# ad9516_spi_reader

==> src/rtl/ad9516_spi_pkg.sv <==
// Shared constants and FSM encoding for the AD9516 SPI register read engine.
package ad9516_spi_pkg;

   localparam int unsigned ADDR_W   = 13;
   localparam int unsigned INSTR_W  = 16;
   localparam int unsigned DATA_W   = 8;
   localparam int unsigned NUM_BITS = INSTR_W + DATA_W;

   localparam logic       RW_READ = 1'b1;
   localparam logic [1:0] W_1BYTE = 2'b00;

   typedef enum logic [2:0] {
      ST_IDLE,
      ST_SETUP,
      ST_SHIFT,
      ST_HOLD,
      ST_GAP,
      ST_DONE
   } state_t;

   function automatic logic [INSTR_W-1:0] read_instr(input logic [ADDR_W-1:0] addr);
      return {RW_READ, W_1BYTE, addr};
   endfunction

endpackage

==> src/rtl/ad9516_spi_tick.sv <==
// SCLK half-period divider: drives sclk and strobes the first high cycle and last high cycle.
module ad9516_spi_tick #(
   parameter int unsigned CLK_DIV = 4
) (
   input  logic clk_i,
   input  logic rst_i,
   input  logic en_i,
   output logic sclk_o,
   output logic rise_o,
   output logic fall_o
);

   localparam int unsigned CW = (CLK_DIV > 1) ? $clog2(CLK_DIV) : 1;

   logic [CW-1:0] cnt;
   logic          phase;
   logic          half_end;

   assign half_end = (cnt == CW'(CLK_DIV - 1));

   always_ff @(posedge clk_i) begin
      if (rst_i || !en_i) begin
         cnt   <= '0;
         phase <= 1'b0;
      end else if (half_end) begin
         cnt   <= '0;
         phase <= ~phase;
      end else begin
         cnt <= cnt + 1'b1;
      end
   end

   // rise_o marks the cycle sclk first reads high; fall_o the last high cycle.
   assign sclk_o = phase;
   assign rise_o = en_i && phase && (cnt == '0);
   assign fall_o = en_i && phase && half_end;

endmodule

==> src/rtl/ad9516_spi_reader.sv <==
// Single-byte AD9516 register read: 16-bit read instruction on SDIO, 8 data bits captured from SDO.
module ad9516_spi_reader
   import ad9516_spi_pkg::*;
#(
   parameter int unsigned CLK_DIV  = 4,
   parameter int unsigned CS_SETUP = 4,
   parameter int unsigned CS_HOLD  = 4
) (
   input  logic              sys_clk_i,
   input  logic              rst_i,
   input  logic              rd_start_i,
   input  logic [ADDR_W-1:0] rd_addr_i,
   output logic [DATA_W-1:0] rd_data_o,
   output logic              rd_done_o,
   output logic              busy_o,
   output logic              cs_o,
   output logic              sclk_o,
   output logic              sdio_o,
   input  logic              sdo_i
);

   localparam int unsigned TMAX = (CS_SETUP > CS_HOLD) ? CS_SETUP : CS_HOLD;
   localparam int unsigned TW   = $clog2(TMAX + 1);

   state_t              state, state_d;
   logic [TW-1:0]       timer;
   logic [4:0]          bit_cnt;
   logic [INSTR_W-1:0]  shift_out;
   logic [DATA_W-1:0]   shift_in;
   logic                accept;
   logic                sclk_rise;
   logic                sclk_fall;
   logic                last_bit;

   assign accept   = rd_start_i && (state == ST_IDLE || state == ST_DONE);
   assign last_bit = (bit_cnt == 5'(NUM_BITS - 1));
   assign sdio_o   = shift_out[INSTR_W-1];

   ad9516_spi_tick #(
      .CLK_DIV (CLK_DIV)
   ) u_tick (
      .clk_i  (sys_clk_i),
      .rst_i  (rst_i),
      .en_i   (state == ST_SHIFT),
      .sclk_o (sclk_o),
      .rise_o (sclk_rise),
      .fall_o (sclk_fall)
   );

   always_ff @(posedge sys_clk_i) begin
      if (rst_i) state <= ST_IDLE;
      else       state <= state_d;
   end

   always_comb begin
      state_d = state;
      unique case (state)
         ST_IDLE,
         ST_DONE:  state_d = accept ? ST_SETUP : ST_IDLE;
         ST_SETUP: if (timer == TW'(CS_SETUP - 1)) state_d = ST_SHIFT;
         ST_SHIFT: if (sclk_fall && last_bit)      state_d = ST_HOLD;
         ST_HOLD:  if (timer == TW'(CS_HOLD - 1))  state_d = ST_GAP;
         ST_GAP:   if (timer == TW'(CS_HOLD - 1))  state_d = ST_DONE;
         default:  state_d = ST_IDLE;
      endcase
   end

   // Interface outputs are registered from state_d so they change exactly with the state.
   always_ff @(posedge sys_clk_i) begin
      if (rst_i) begin
         timer     <= '0;
         bit_cnt   <= '0;
         shift_out <= '0;
         shift_in  <= '0;
         rd_data_o <= '0;
         rd_done_o <= 1'b0;
         busy_o    <= 1'b0;
         cs_o      <= 1'b1;
      end else begin
         if (state_d == state &&
             (state == ST_SETUP || state == ST_HOLD || state == ST_GAP))
            timer <= timer + 1'b1;
         else
            timer <= '0;

         if (accept) begin
            shift_out <= read_instr(rd_addr_i);
            bit_cnt   <= '0;
         end else if (sclk_fall) begin
            shift_out <= {shift_out[INSTR_W-2:0], 1'b0};
            bit_cnt   <= bit_cnt + 1'b1;
         end

         if (sclk_rise)
            shift_in <= {shift_in[DATA_W-2:0], sdo_i};

         if (state_d == ST_DONE && state != ST_DONE)
            rd_data_o <= shift_in;

         rd_done_o <= (state_d == ST_DONE);
         busy_o    <= (state_d inside {ST_SETUP, ST_SHIFT, ST_HOLD, ST_GAP});
         cs_o      <= !(state_d inside {ST_SETUP, ST_SHIFT, ST_HOLD});
      end
   end

endmodule
==> config.mk <==
export PLATFORM = sky130hd
export DESIGN_NAME = ad9516_spi_reader
export DESIGN_NICKNAME = d
export VERILOG_FILES = /design/src/rtl/ad9516_spi_pkg.sv /design/src/rtl/ad9516_spi_tick.sv /design/src/rtl/ad9516_spi_reader.sv
export SDC_FILE = /design/constraint.sdc
export NUM_CORES = 1
export LEC_CHECK = 0
export ABC_AREA = 1
export CORE_MARGIN = 2
export CORE_UTILIZATION = 50
export DETAILED_ROUTE_END_ITERATION = 8
export PLACE_DENSITY = 0.75
export SYNTH_ARGS = -nofsm -noshare
export SYNTH_HDL_FRONTEND = slang
export SYNTH_SLANG_ARGS = --single-unit
==> constraint.sdc <==
create_clock -name sys_clk_i -period 2.45 [get_ports sys_clk_i]
set_input_delay 0.3675 -clock sys_clk_i [delete_from_list [all_inputs] [get_ports sys_clk_i]]
set_output_delay 0.3675 -clock sys_clk_i [all_outputs]
set_load 0.05 [all_outputs]
# uart_frame_writer_flat

===== config.mk =====
export PLATFORM = sky130hd
export DESIGN_NAME = uart_frame_writer_flat
export DESIGN_NICKNAME = d
export VERILOG_FILES = /design/src/rtl/uart_frame_writer_if.sv /design/src/rtl/uart_frame_writer.sv /design/src/flat_wrapper.sv
export SDC_FILE = /design/constraint.sdc
export NUM_CORES = 1
export LEC_CHECK = 0
export CORE_MARGIN = 5
export CORE_UTILIZATION = 30
export CTS_CLUSTER_SIZE = 30
export DETAILED_ROUTE_END_ITERATION = 8
export PLACE_DENSITY = 0.56
export SLEW_MARGIN = 20
export SYNTH_ARGS = -nofsm -noshare
export SYNTH_HDL_FRONTEND = slang
export SYNTH_SLANG_ARGS = --single-unit

===== constraint.sdc =====
create_clock -name clk_uart -period 2.08 [get_ports clk_uart]
set_clock_uncertainty 0.2 [all_clocks]
set_input_delay 0.416 -clock clk_uart [delete_from_list [all_inputs] [get_ports clk_uart]]
set_output_delay 0.416 -clock clk_uart [all_outputs]
set_load 0.005 [all_outputs]

===== src/rtl/uart_frame_writer_if.sv =====
// Bundle of the UART byte stream and the pixel RAM write port of uart_frame_writer.
// Handshake: rx_valid is a one-cycle strobe and rx_data is only meaningful when it is high; there is no ready, so every strobe must be taken.
interface uart_frame_writer_if;
  logic        rx_valid;
  logic [7:0]  rx_data;
  logic        write_en;
  logic [18:0] addr_wr;
  logic [11:0] write_data;
  logic        busy;
  logic        frame_done;
  logic        err_timeout;

  modport master (
    output rx_valid, rx_data,
    input  write_en, addr_wr, write_data, busy, frame_done, err_timeout
  );

  modport slave (
    input  rx_valid, rx_data,
    output write_en, addr_wr, write_data, busy, frame_done, err_timeout
  );
endinterface


===== src/rtl/uart_frame_writer.sv =====
// Assembles SYNC-prefixed UART byte pairs into 12-bit pixels and writes them to a frame RAM.
// Optional inter-byte timeout abort is enabled by defining UART_FRAME_TIMEOUT_EN.
module uart_frame_writer #(
  parameter int         FRAME_PIXELS   = 307200,
  parameter logic [7:0] SYNC_BYTE      = 8'hA5,
  parameter int         TIMEOUT_CYCLES = 1000000
) (
  input  logic               clk_uart,
  input  logic               rst_n,
  uart_frame_writer_if.slave bus,
  output logic [1:0]         state_dbg
);

  typedef enum logic [1:0] {IDLE = 2'd0, HI = 2'd1, LO = 2'd2} state_t;

  localparam logic [18:0] LAST_ADDR = 19'(FRAME_PIXELS - 1);

  state_t      state, state_nxt;
  logic [18:0] pix_addr, addr_nxt;
  logic [3:0]  red, red_nxt;
  logic        wr_nxt, last_nxt;
  logic        write_en_q, frame_done_q;
  logic [18:0] addr_wr_q;
  logic [11:0] write_data_q;

`ifdef UART_FRAME_TIMEOUT_EN
  localparam int          TW       = (TIMEOUT_CYCLES > 1) ? $clog2(TIMEOUT_CYCLES) : 1;
  localparam logic [TW-1:0] TO_LAST = TW'(TIMEOUT_CYCLES - 1);
  logic [TW-1:0] idle_cnt;
  logic          tmo_nxt, err_timeout_q;
`endif

  always_comb begin
    state_nxt = state;
    addr_nxt  = pix_addr;
    red_nxt   = red;
    wr_nxt    = 1'b0;
    last_nxt  = 1'b0;
`ifdef UART_FRAME_TIMEOUT_EN
    tmo_nxt   = 1'b0;
`endif
    case (state)
      IDLE: if (bus.rx_valid && bus.rx_data == SYNC_BYTE) begin
        state_nxt = HI;
        addr_nxt  = '0;
      end
      HI: if (bus.rx_valid) begin
        red_nxt   = bus.rx_data[3:0];
        state_nxt = LO;
      end
      LO: if (bus.rx_valid) begin
        wr_nxt = 1'b1;
        if (pix_addr == LAST_ADDR) begin
          last_nxt  = 1'b1;
          state_nxt = IDLE;
          addr_nxt  = '0;
        end else begin
          addr_nxt  = pix_addr + 19'd1;
          state_nxt = HI;
        end
      end
      default: state_nxt = IDLE;
    endcase
`ifdef UART_FRAME_TIMEOUT_EN
    // Abort only when this cycle carries no byte; a byte on the deadline cycle still counts.
    if (state != IDLE && !bus.rx_valid && idle_cnt == TO_LAST) begin
      state_nxt = IDLE;
      red_nxt   = '0;
      tmo_nxt   = 1'b1;
    end
`endif
  end

  always_ff @(posedge clk_uart or negedge rst_n) begin
    if (!rst_n) begin
      state        <= IDLE;
      pix_addr     <= '0;
      red          <= '0;
      write_en_q   <= 1'b0;
      frame_done_q <= 1'b0;
      addr_wr_q    <= '0;
      write_data_q <= '0;
    end else begin
      state        <= state_nxt;
      pix_addr     <= addr_nxt;
      red          <= red_nxt;
      write_en_q   <= wr_nxt;
      frame_done_q <= last_nxt;
      // Address and data hold between strobes so the RAM side can sample late.
      if (wr_nxt) begin
        addr_wr_q    <= pix_addr;
        write_data_q <= {red, bus.rx_data};
      end
    end
  end

`ifdef UART_FRAME_TIMEOUT_EN
  always_ff @(posedge clk_uart or negedge rst_n) begin
    if (!rst_n) begin
      idle_cnt      <= '0;
      err_timeout_q <= 1'b0;
    end else begin
      err_timeout_q <= tmo_nxt;
      if (state == IDLE || bus.rx_valid || tmo_nxt) idle_cnt <= '0;
      else                                          idle_cnt <= idle_cnt + 1'b1;
    end
  end
  assign bus.err_timeout = err_timeout_q;
`else
  assign bus.err_timeout = 1'b0;
`endif

  assign bus.write_en   = write_en_q;
  assign bus.addr_wr    = addr_wr_q;
  assign bus.write_data = write_data_q;
  assign bus.frame_done = frame_done_q;
  assign bus.busy       = (state != IDLE);
  assign state_dbg      = state;

endmodule


===== src/flat_wrapper.sv =====
// flat-port wrapper written by rule: the top's interface ports become plain ports
module uart_frame_writer_flat 
#(
  parameter int         FRAME_PIXELS   = 307200,
  parameter logic [7:0] SYNC_BYTE      = 8'hA5,
  parameter int         TIMEOUT_CYCLES = 1000000
)
  (clk_uart, rst_n, state_dbg, bus_rx_valid, bus_rx_data, bus_write_en, bus_addr_wr, bus_write_data, bus_busy, bus_frame_done, bus_err_timeout);
  uart_frame_writer_if bus_i ();
  input  logic clk_uart;
  input  logic rst_n;
  output logic [1:0] state_dbg;
  input wire logic [$bits(bus_i.rx_valid)-1:0] bus_rx_valid;
  input wire logic [$bits(bus_i.rx_data)-1:0] bus_rx_data;
  output wire logic [$bits(bus_i.write_en)-1:0] bus_write_en;
  output wire logic [$bits(bus_i.addr_wr)-1:0] bus_addr_wr;
  output wire logic [$bits(bus_i.write_data)-1:0] bus_write_data;
  output wire logic [$bits(bus_i.busy)-1:0] bus_busy;
  output wire logic [$bits(bus_i.frame_done)-1:0] bus_frame_done;
  output wire logic [$bits(bus_i.err_timeout)-1:0] bus_err_timeout;
  assign bus_i.rx_valid = bus_rx_valid;
  assign bus_i.rx_data = bus_rx_data;
  assign bus_write_en = bus_i.write_en;
  assign bus_addr_wr = bus_i.addr_wr;
  assign bus_write_data = bus_i.write_data;
  assign bus_busy = bus_i.busy;
  assign bus_frame_done = bus_i.frame_done;
  assign bus_err_timeout = bus_i.err_timeout;
  uart_frame_writer #(.FRAME_PIXELS(FRAME_PIXELS), .SYNC_BYTE(SYNC_BYTE), .TIMEOUT_CYCLES(TIMEOUT_CYCLES)) u_core (.clk_uart(clk_uart), .rst_n(rst_n), .bus(bus_i), .state_dbg(state_dbg));
endmodule

# pwm_capture

[config.mk]
export PLATFORM = sky130hd
export DESIGN_NAME = pwm_capture
export DESIGN_NICKNAME = d
export VERILOG_FILES = /design/src/rtl/pwm_capture.sv
export SDC_FILE = /design/constraint.sdc
export NUM_CORES = 1
export LEC_CHECK = 0
export CORE_MARGIN = 1.5
export CORE_UTILIZATION = 34
export CTS_CLUSTER_SIZE = 28
export DETAILED_ROUTE_END_ITERATION = 6
export PLACE_DENSITY = 0.5
export SYNTH_ARGS = -nofsm -noshare
export SYNTH_HDL_FRONTEND = slang
export SYNTH_SLANG_ARGS = --single-unit
[constraint.sdc]
create_clock -name clk1ms -period 9.5 [get_ports clk1ms]
set_input_delay 1.425 -clock clk1ms [delete_from_list [all_inputs] [get_ports clk1ms]]
set_output_delay 1.425 -clock clk1ms [all_outputs]
set_load 0.005 [all_outputs]
[src/rtl/pwm_capture.sv]
// pwm_capture
//   Receive-side counterpart of the PWM generator. Samples an asynchronous
//   PWM waveform on clk1ms and measures high time and rise-to-rise period in
//   clock cycles. Each completed period is published with a one-cycle valid
//   strobe. A line that stops toggling long enough to saturate the counter
//   raises stuck.
//
//   Optional feature: define PWM_CAP_FILTER_EN to insert a 3-sample glitch
//   filter after the synchronizer. This adds 2 cycles of latency and
//   suppresses pulses shorter than 3 cycles.
//
// Parameters
//   CNT_W         width of the internal counter and the measurement outputs
//
// Ports
//   clk1ms        in   sampling clock (the only clock)
//   reset         in   asynchronous, active-high reset
//   pwm_in        in   asynchronous PWM waveform
//   high_count    out  high time of the last complete period, in cycles
//   period_count  out  rise-to-rise length of the last complete period
//   valid         out  one-cycle strobe when the counts update
//   stuck         out  set on counter saturation, cleared by the next valid
//   state         out  FSM state for debug: IDLE=0 HIGH=1 LOW=2 STUCK=3
module pwm_capture #(
    parameter int CNT_W = 26
) (
    input  logic             clk1ms,
    input  logic             reset,
    input  logic             pwm_in,
    output logic [CNT_W-1:0] high_count,
    output logic [CNT_W-1:0] period_count,
    output logic             valid,
    output logic             stuck,
    output logic [1:0]       state
);

    typedef enum logic [1:0] {
        IDLE  = 2'b00,
        HIGH  = 2'b01,
        LOW   = 2'b10,
        STUCK = 2'b11
    } state_t;

    localparam logic [CNT_W-1:0] CNT_MAX = {CNT_W{1'b1}};

    // Counts never wrap: the counter parks at all-ones.
    function automatic logic [CNT_W-1:0] sat_inc(input logic [CNT_W-1:0] v);
        return (v == CNT_MAX) ? v : v + CNT_W'(1);
    endfunction

    state_t           cur_state;
    state_t           next_state;
    logic             sync1;
    logic             sync2;
    logic             prev;
    logic             level;
    logic             rise;
    logic             fall;
    logic             report;
    logic             take_high;
    logic             timeout;
    logic [CNT_W-1:0] cnt;
    logic [CNT_W-1:0] high_latch;

    // Two-flop synchronizer for the asynchronous pin.
    always_ff @(posedge clk1ms or posedge reset) begin
        if (reset) begin
            sync1 <= 1'b0;
            sync2 <= 1'b0;
        end else begin
            sync1 <= pwm_in;
            sync2 <= sync1;
        end
    end

`ifdef PWM_CAP_FILTER_EN
    // The filtered level follows sync2 only once the current and the two
    // previous sync2 samples agree. prev holds the filtered level, so the
    // combinational next level doubles as the edge-detect input.
    logic hist0;
    logic hist1;
    logic agree;

    always_ff @(posedge clk1ms or posedge reset) begin
        if (reset) begin
            hist0 <= 1'b0;
            hist1 <= 1'b0;
        end else begin
            hist0 <= sync2;
            hist1 <= hist0;
        end
    end

    assign agree = (sync2 == hist0) && (hist0 == hist1);
    assign level = agree ? sync2 : prev;
`else
    assign level = sync2;
`endif

    always_ff @(posedge clk1ms or posedge reset) begin
        if (reset) begin
            prev <= 1'b0;
        end else begin
            prev <= level;
        end
    end

    assign rise = level & ~prev;
    assign fall = ~level & prev;

    always_ff @(posedge clk1ms or posedge reset) begin
        if (reset) begin
            cur_state <= IDLE;
        end else begin
            cur_state <= next_state;
        end
    end

    // An edge always wins over the timeout, so a period of exactly
    // 2^CNT_W-1 cycles is still reported.
    always_comb begin
        next_state = cur_state;
        report     = 1'b0;
        take_high  = 1'b0;
        timeout    = 1'b0;
        unique case (cur_state)
            IDLE, STUCK: begin
                if (rise) begin
                    next_state = HIGH;
                end
            end
            HIGH: begin
                if (fall) begin
                    next_state = LOW;
                    take_high  = 1'b1;
                end else if (!rise && cnt == CNT_MAX) begin
                    next_state = STUCK;
                    timeout    = 1'b1;
                end
            end
            LOW: begin
                if (rise) begin
                    next_state = HIGH;
                    report     = 1'b1;
                end else if (!fall && cnt == CNT_MAX) begin
                    next_state = STUCK;
                    timeout    = 1'b1;
                end
            end
        endcase
    end

    // cnt restarts at 1 on each rise, so at the next rise it holds the
    // period and at the fall it holds the high time.
    always_ff @(posedge clk1ms or posedge reset) begin
        if (reset) begin
            cnt        <= '0;
            high_latch <= '0;
        end else begin
            if (rise) begin
                cnt <= CNT_W'(1);
            end else if (cur_state == HIGH || cur_state == LOW) begin
                cnt <= sat_inc(cnt);
            end
            if (take_high) begin
                high_latch <= cnt;
            end
        end
    end

    always_ff @(posedge clk1ms or posedge reset) begin
        if (reset) begin
            high_count   <= '0;
            period_count <= '0;
            valid        <= 1'b0;
            stuck        <= 1'b0;
        end else begin
            valid <= report;
            if (report) begin
                period_count <= cnt;
                high_count   <= high_latch;
            end
            if (timeout) begin
                stuck <= 1'b1;
            end else if (report) begin
                stuck <= 1'b0;
            end
        end
    end

    assign state = cur_state;

endmodule

# tlc_vehicle_detector_flat

===== src/rtl/tlc_pkg.sv =====
// Shared types and default constants for the traffic-light controller blocks.
package tlc_pkg;

  localparam int TLC_DEBOUNCE_CYCLES = 4;
  localparam int TLC_STUCK_CYCLES    = 200;
  localparam int TLC_CNT_W           = 4;

  typedef enum logic [1:0] {
    DET_IDLE  = 2'd0,
    DET_OCC   = 2'd1,
    DET_FAULT = 2'd2
  } det_state_t;

endpackage


===== src/rtl/tlc_vehicle_detector_if.sv =====
// Detector <-> controller signal bundle; master drives the sensor/ack side.
interface tlc_vehicle_detector_if import tlc_pkg::*; #(
  parameter int CNT_W = TLC_CNT_W
) ();

  logic             ena;
  logic             sensor_raw;
  logic             serve_ack;
  logic             car_req;
  logic [CNT_W-1:0] car_count;
  logic             vehicle_pulse;
  logic             fault;

  modport master (
    output ena, sensor_raw, serve_ack,
    input  car_req, car_count, vehicle_pulse, fault
  );

  modport slave (
    input  ena, sensor_raw, serve_ack,
    output car_req, car_count, vehicle_pulse, fault
  );

endinterface


===== src/rtl/tlc_debounce.sv =====
// Two-flop synchroniser plus debounce filter for the loop-detector input.
module tlc_debounce import tlc_pkg::*; #(
  parameter int DEBOUNCE_CYCLES = TLC_DEBOUNCE_CYCLES
) (
  input  logic clk,
  input  logic rst_n,
  input  logic ena,
  input  logic sensor_raw,
  output logic filt,
  output logic rise,
  output logic fall
);

  localparam int DB_W = $clog2(DEBOUNCE_CYCLES + 1);
  localparam logic [DB_W-1:0] DB_LAST = DB_W'(DEBOUNCE_CYCLES - 1);

  logic            s1;
  logic            s2;
  logic [DB_W-1:0] db_cnt;
  logic            toggle;

  // rise/fall are asserted on the edge where the filtered level will flip
  assign toggle = ena && (s2 != filt) && (db_cnt == DB_LAST);
  assign rise   = toggle && !filt;
  assign fall   = toggle && filt;

  // synchroniser runs regardless of enable
  always_ff @(posedge clk or negedge rst_n) begin
    if (!rst_n) begin
      s1 <= 1'b0;
      s2 <= 1'b0;
    end else begin
      s1 <= sensor_raw;
      s2 <= s1;
    end
  end

  // count consecutive disagreeing samples, flip the filtered level when enough
  always_ff @(posedge clk or negedge rst_n) begin
    if (!rst_n) begin
      db_cnt <= '0;
      filt   <= 1'b0;
    end else if (ena) begin
      if (s2 == filt) begin
        db_cnt <= '0;
      end else if (toggle) begin
        db_cnt <= '0;
        filt   <= ~filt;
      end else begin
        db_cnt <= db_cnt + DB_W'(1);
      end
    end
  end

endmodule


===== src/rtl/tlc_vehicle_detector.sv =====
// Farm-road vehicle detector: debounced arrivals, waiting queue, stuck-sensor fail-safe.
module tlc_vehicle_detector import tlc_pkg::*; #(
  parameter int DEBOUNCE_CYCLES = TLC_DEBOUNCE_CYCLES,
  parameter int CNT_W           = TLC_CNT_W,
  parameter int STUCK_CYCLES    = TLC_STUCK_CYCLES
) (
  input logic                  clk,
  input logic                  rst_n,
  tlc_vehicle_detector_if.slave bus
);

  localparam int OCC_W = $clog2(STUCK_CYCLES + 1);
  localparam logic [OCC_W-1:0] OCC_LIMIT = OCC_W'(STUCK_CYCLES);

  det_state_t       state;
  det_state_t       state_nxt;
  logic             filt;
  logic             rise;
  logic             fall;
  logic             arrival;
  logic [OCC_W-1:0] occ;
  logic [OCC_W-1:0] occ_inc;
  logic [CNT_W-1:0] car_count;
  logic             vehicle_pulse;
  logic             fault;
  logic             car_req;

  tlc_debounce #(
    .DEBOUNCE_CYCLES(DEBOUNCE_CYCLES)
  ) u_debounce (
    .clk        (clk),
    .rst_n      (rst_n),
    .ena        (bus.ena),
    .sensor_raw (bus.sensor_raw),
    .filt       (filt),
    .rise       (rise),
    .fall       (fall)
  );

  // rise already carries ena; only an idle detector counts a new vehicle
  assign arrival = rise && (state == DET_IDLE);
  assign occ_inc = occ + OCC_W'(1);

  // state register
  always_ff @(posedge clk or negedge rst_n) begin
    if (!rst_n) begin
      state <= DET_IDLE;
    end else begin
      state <= state_nxt;
    end
  end

  // next-state: a falling filtered edge takes priority over reaching the stuck limit
  always_comb begin
    state_nxt = state;
    unique case (state)
      DET_IDLE:  if (rise) state_nxt = DET_OCC;
      DET_OCC: begin
        if (fall) begin
          state_nxt = DET_IDLE;
        end else if (bus.ena && filt && (occ_inc == OCC_LIMIT)) begin
          state_nxt = DET_FAULT;
        end
      end
      DET_FAULT: if (fall) state_nxt = DET_IDLE;
      default:   state_nxt = DET_IDLE;
    endcase
  end

  // output decode from registered state and queue
  always_comb begin
    fault   = (state == DET_FAULT);
    car_req = (|car_count) || fault;
  end

  // occupancy timer, waiting-vehicle queue and arrival pulse
  always_ff @(posedge clk or negedge rst_n) begin
    if (!rst_n) begin
      occ           <= '0;
      car_count     <= '0;
      vehicle_pulse <= 1'b0;
    end else begin
      vehicle_pulse <= arrival;
      if (bus.ena) begin
        if (arrival) begin
          occ <= '0;
        end else if ((state == DET_OCC) && filt) begin
          occ <= occ_inc;
        end

        if (arrival) begin
          if (bus.serve_ack) begin
            car_count <= CNT_W'(1);
          end else if (car_count != '1) begin
            car_count <= car_count + CNT_W'(1);
          end
        end else if (bus.serve_ack) begin
          car_count <= '0;
        end
      end
    end
  end

  assign bus.car_req       = car_req;
  assign bus.car_count     = car_count;
  assign bus.vehicle_pulse = vehicle_pulse;
  assign bus.fault         = fault;

endmodule


===== src/flat_wrapper.sv =====
// flat-port wrapper written by rule: the top's interface ports become plain ports
module tlc_vehicle_detector_flat import tlc_pkg::*;
#(
  parameter int DEBOUNCE_CYCLES = TLC_DEBOUNCE_CYCLES,
  parameter int CNT_W           = TLC_CNT_W,
  parameter int STUCK_CYCLES    = TLC_STUCK_CYCLES
)
  (clk, rst_n, bus_ena, bus_sensor_raw, bus_serve_ack, bus_car_req, bus_car_count, bus_vehicle_pulse, bus_fault);
  tlc_vehicle_detector_if #(.CNT_W(CNT_W)) bus_i ();
  input logic clk;
  input logic rst_n;
  input wire logic [$bits(bus_i.ena)-1:0] bus_ena;
  input wire logic [$bits(bus_i.sensor_raw)-1:0] bus_sensor_raw;
  input wire logic [$bits(bus_i.serve_ack)-1:0] bus_serve_ack;
  output wire logic [$bits(bus_i.car_req)-1:0] bus_car_req;
  output wire logic [$bits(bus_i.car_count)-1:0] bus_car_count;
  output wire logic [$bits(bus_i.vehicle_pulse)-1:0] bus_vehicle_pulse;
  output wire logic [$bits(bus_i.fault)-1:0] bus_fault;
  assign bus_i.ena = bus_ena;
  assign bus_i.sensor_raw = bus_sensor_raw;
  assign bus_i.serve_ack = bus_serve_ack;
  assign bus_car_req = bus_i.car_req;
  assign bus_car_count = bus_i.car_count;
  assign bus_vehicle_pulse = bus_i.vehicle_pulse;
  assign bus_fault = bus_i.fault;
  tlc_vehicle_detector #(.DEBOUNCE_CYCLES(DEBOUNCE_CYCLES), .CNT_W(CNT_W), .STUCK_CYCLES(STUCK_CYCLES)) u_core (.clk(clk), .rst_n(rst_n), .bus(bus_i));
endmodule

===== config.mk =====
export PLATFORM = sky130hd
export DESIGN_NAME = tlc_vehicle_detector_flat
export DESIGN_NICKNAME = d
export VERILOG_FILES = /design/src/rtl/tlc_pkg.sv /design/src/rtl/tlc_vehicle_detector_if.sv /design/src/rtl/tlc_debounce.sv /design/src/rtl/tlc_vehicle_detector.sv /design/src/flat_wrapper.sv
export SDC_FILE = /design/constraint.sdc
export NUM_CORES = 1
export LEC_CHECK = 0
export CAP_MARGIN = 25
export CORE_ASPECT_RATIO = 0.9
export CORE_UTILIZATION = 50
export CTS_BUF_LIST = sky130_fd_sc_hd__clkbuf_4
export CTS_CLUSTER_SIZE = 12
export DETAILED_ROUTE_END_ITERATION = 7
export DONT_BUFFER_PORTS = 1
export PLACE_DENSITY = 0.68
export SLEW_MARGIN = 20
export SYNTH_ARGS = -nofsm -noshare
export SYNTH_HDL_FRONTEND = slang
export SYNTH_SLANG_ARGS = --single-unit
export TNS_END_PERCENT = 5

===== constraint.sdc =====
create_clock -name clk -period 2 [get_ports clk]
set_input_delay 0.5 -clock clk [delete_from_list [all_inputs] [get_ports clk]]
set_output_delay 0.5 -clock clk [all_outputs]
set_load 0.005 [all_outputs]

Fig. 1: pwm_capture, wiring heat map
Scale bar: 20 um. 24 x 24 tiles, from black (low) to pale yellow (high), scaled to the fullest tile. Values are wire area over tile area, all layers added.
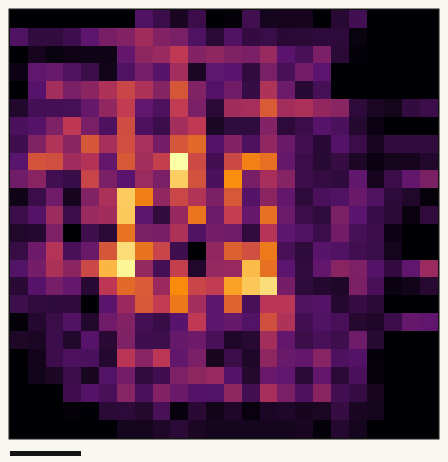
emptiest ninth of the die: top right
tiles over half the peak: 11%
densest ninth of the die: middle
mean over tiles: 0.10
Avg WL per Cell: 15.8 um
WL final: 9.40 mm

==> flow_summary.toml, pwm_capture <==
# physical design summary
[power]
powerSeq_mw = 0.527
p_leak_nw = 2.57
power_frac_comb_pct = 15.6
p_seq_share_pct = 50.2
power.share.clock_pct = 34.2

[finish]
dominant_cells = "registers"
layoutNonFillerInstCount = 595
comb_cells = 223

[yosys]
muxShareOfSynthArea_pct = 18.4

[detailed_routing]
ant_nets = 0

[worst_setup_path]
reg2reg_from = "cnt[0]"
max_stage_delay_ns = 0.86

[global_routing]
grt_pass1_vias = 2981

[sta]
setup_viol = 0

[placed_design]
dp.cells = 580

[clock_tree]
cts_tree = "yes"

[outcome]
status = "completed"
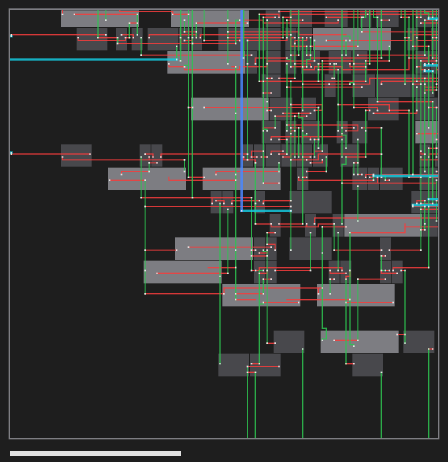
Fig. 2. Close-up of the layout (uart_frame_writer_flat).
Scale bar: 20 um. Window x 1 to 51, y 1 to 51 um. Cells in grey, sequential cells in the stronger grey; small squares are vias.
[met3] cyan
[met1] red
[met2] green
[met4] blue
sequential cells in the window: 13
cells with their middle in the window: 90
most frequent: nand2_1 (31), dfrtp_1 (13)
netlist names of flops here include: u_core.bus.addr_wr (8), u_core.pix_addr (4)

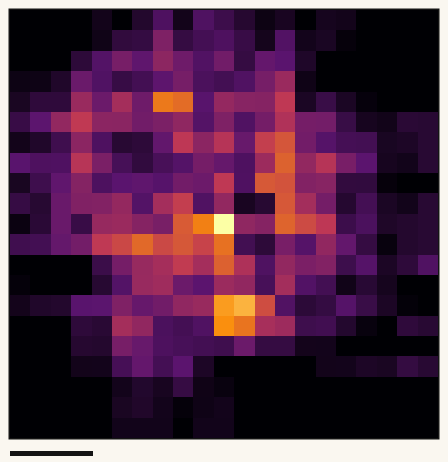
Fig. 3. Wiring heat map (uart_frame_writer_flat).
Scale bar: 20 um. 21 x 21 tiles, from black (low) to pale yellow (high), scaled to the fullest tile. Values are wire area over tile area, all layers added.
densest ninth of the die: middle
fullest tile: 0.53
emptiest ninth of the die: bottom right
tiles over half the peak: 7.5%
mean over tiles: 0.097

==> flow_summary.toml, uart_frame_writer_flat <==
# physical design summary
[hold_path]
min_path_type = "input pin to register"

[outcome]
status = "completed"

[yosys]
synthDominantCellAreaShare_pct = 56.0
yosys.area_share.aoi_pct = 8.11
ys_async_sr_fraction_pct = 100
synth_top_flop_cell = "dfrtp_1"

[worst_setup_path]
crit_start = "bus_rx_data[2]"
cp-start-kind = "input pin"
path_buffers = 2
r2r-end = "u_core.pix_addr[10]"

[global_routing]
grt_pass1_vias = 2234
overflow = 0

[finish]
layout_top_cell = "nand2_1"
regArea_sq_um = 1450

[clock_tree]
cts_inserted_buffers = 9
post_cts_resized = 4
cts_tree = "yes"
clock_latency_ns = 0.33
postCtsSetupBuffers = 1

[power]
p_int_mw = 2.94
powerComb_mw = 1.41
p_sw_share_pct = 29.8

[placed_design]
io_buffers = 46

[detailed_routing]
ant_nets = 0

[sta]
min_period_over_period_pct = 96.1
timing.hold.ws_ns = 0.115
period_needed_ns = 2.00

[floorplan]
die_h_um = 103
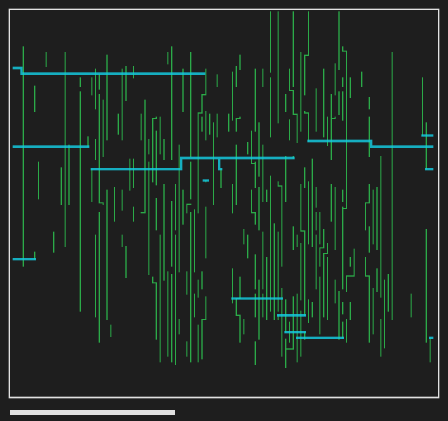
Fig. 4. Routed metal, one colour a layer (tlc_vehicle_detector_flat).
Scale bar: 20 um. Two of the layers only.
[met2] green | wire length: 1170 um
[met3] cyan | wire length: 97.5 um

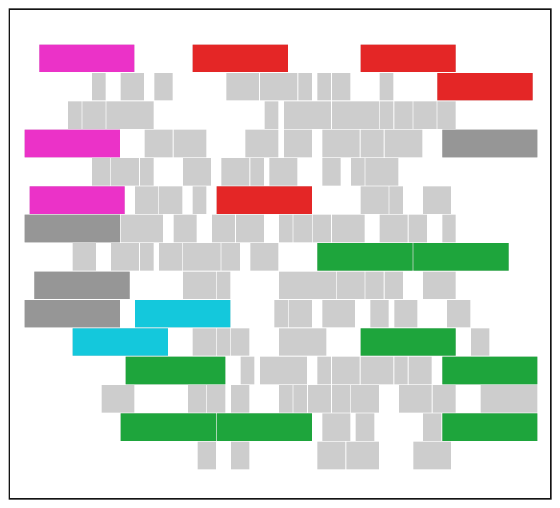
Fig. 5. Sequential cells grouped by signal name (tlc_vehicle_detector_flat).
Other sequential cells in the stronger grey, the rest of the logic in the fainter grey.
[u_core.state] cyan | placed flops: 2
[u_core.occ] green | placed flops: 8
[u_core.bus.car_count] red | placed flops: 4
[u_core.u_debounce.db_cnt] magenta | placed flops: 3

==> flow_summary.toml, tlc_vehicle_detector_flat <==
# physical design summary
[outcome]
status = "completed"

[sta]
setup_ws_ns = 0.0971
hold_viol_final = 0

[worst_setup_path]
r2r-end = "u_core.state[0]"
worstPathArrival_ns = 2.09

[clock_tree]
clock_sinks = 21
cts.clk_slew.worst_paths_ns = 0.12

[power]
power_leader = "registers"

[detailed_routing]
wl_per_cell_um = 15.2
vias = 903
wl_met1_mm = 1.02
routed-wl-met3_um = 97

[global_routing]
grt_use_met2_pct = 37.9
grt_max_degree = 22

[yosys]
synthDominantCellAreaShare_pct = 47.1
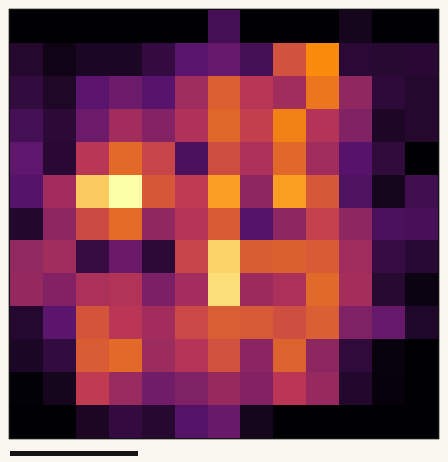
Fig. 6. Wiring heat map (ad9516_spi_reader).
Scale bar: 20 um. 13 x 13 tiles, from black (low) to pale yellow (high), scaled to the fullest tile. Values are wire area over tile area, all layers added.
densest ninth of the die: middle
nearly empty tiles: 14%
mean over tiles: 0.13
fullest tile: 0.42
tiles over half the peak: 24%
emptiest ninth of the die: top left

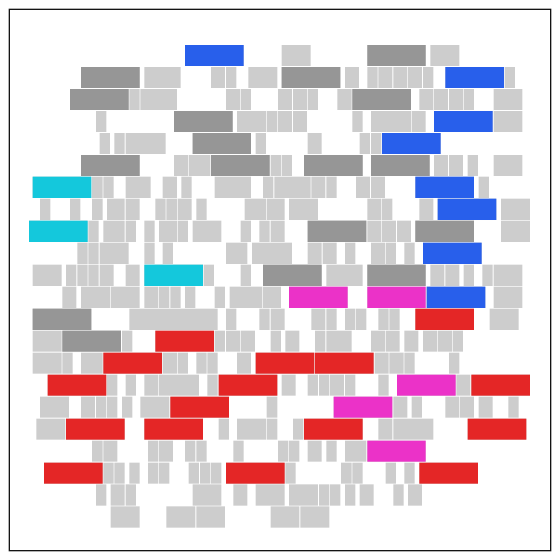
Fig. 7. Sequential cells grouped by signal name (ad9516_spi_reader).
Other sequential cells in the stronger grey, the rest of the logic in the fainter grey.
[rd_data_o] blue | placed flops: 8
[state] cyan | placed flops: 3
[bit_cnt] magenta | placed flops: 5
[shift_out] red | placed flops: 16
not coloured: 17
post-layout util: 65.0%
Seq. pwr: 0.829 mW
register cell area after layout: 981 sq um
sequential cell area share: 40.6%

==> flow_summary.toml, ad9516_spi_reader <==
# physical design summary
[yosys]
ys_async_sr_fraction_pct = 0
yosysUniqueCellTypes = 23
muxShareOfSynthArea_pct = 0
synth_top_cell_by_count = "nand2_1"
yosysSeqAreaShare_pct = 49.7
yosys_area_sq_um = 1970
synth_area_sq_um = 1970

[power]
power_density_nw_per_um2 = 632
p_clk_mw = 0.569
p_int_mw = 1.18
power_frac_comb_pct = 8.5
p_sw_share_pct = 22.8

[global_routing]
grt_busiest_layer = "met2"

[worst_setup_path]
max_stage_delay_ns = 0.83
reg2reg_from = "timer[0]"
critPathCaptureType = "primary output"

[floorplan]
die_h_um = 66.8
die_x_um = 66.8

[finish]
buffers_excl_clock = 32
area_delta_synth_final_pct = 22.4
layout_top_cells = "nand2_1, dfxtp_1, a21oi_1"
layout_top_cell = "nand2_1"

[outcome]
status = "completed"

[hold_path]
hp-start = "timer[0]"

[clock_tree]
holdBufCountCts = 0


==> gallery <==
Cell classes on the final placement.
Fill, decap, tap and diode cells in grey.
panel A
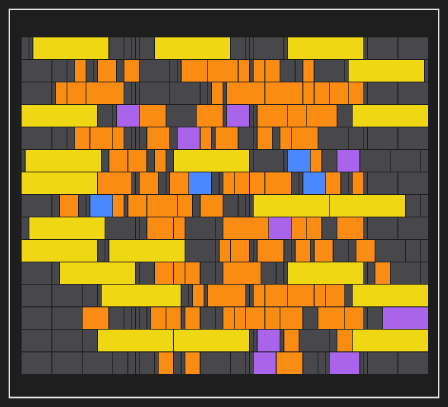
panel B
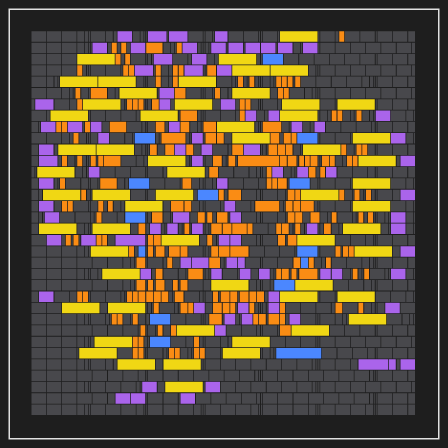
panel C
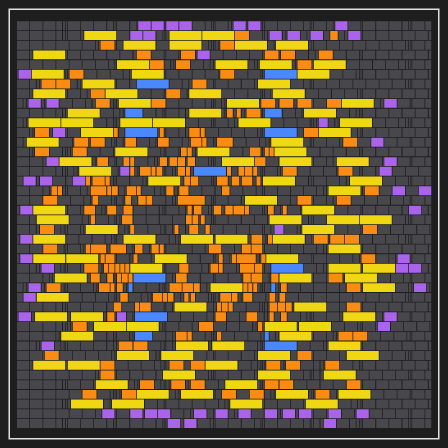
panel D
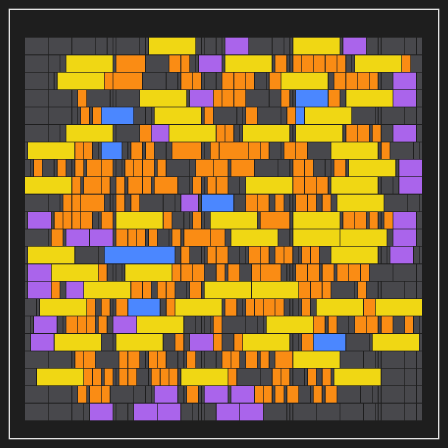
Of these, most cells: panel C
Of these, fewest cells: panel A
uart_frame_writer_flat is panel B.
tlc_vehicle_detector_flat is panel A.
ad9516_spi_reader is panel D.
pwm_capture is panel C.


==> notes/layouts.md <==
Pictures saved along the way, in no particular order.

Placed standard cells.
Plate I
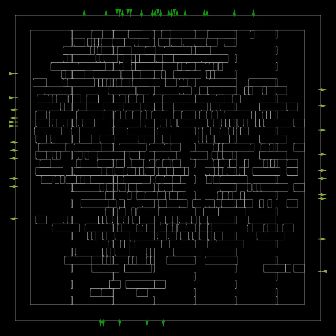
Plate II
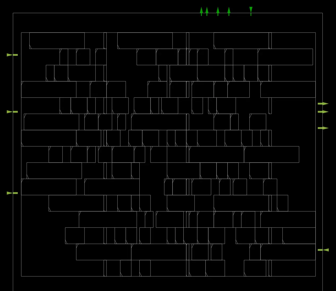
Plate III
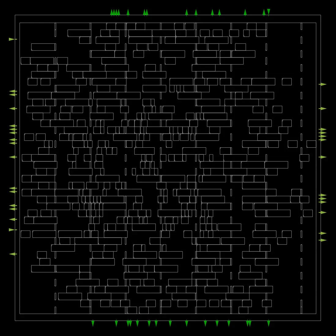
Plate IV
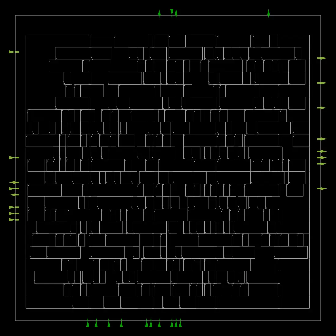
- ad9516_spi_reader = Plate IV
- pwm_capture = Plate III
- tlc_vehicle_detector_flat = Plate II
- uart_frame_writer_flat = Plate I
- most cells: Plate III

Power is estimated from default activity; no workload was simulated.
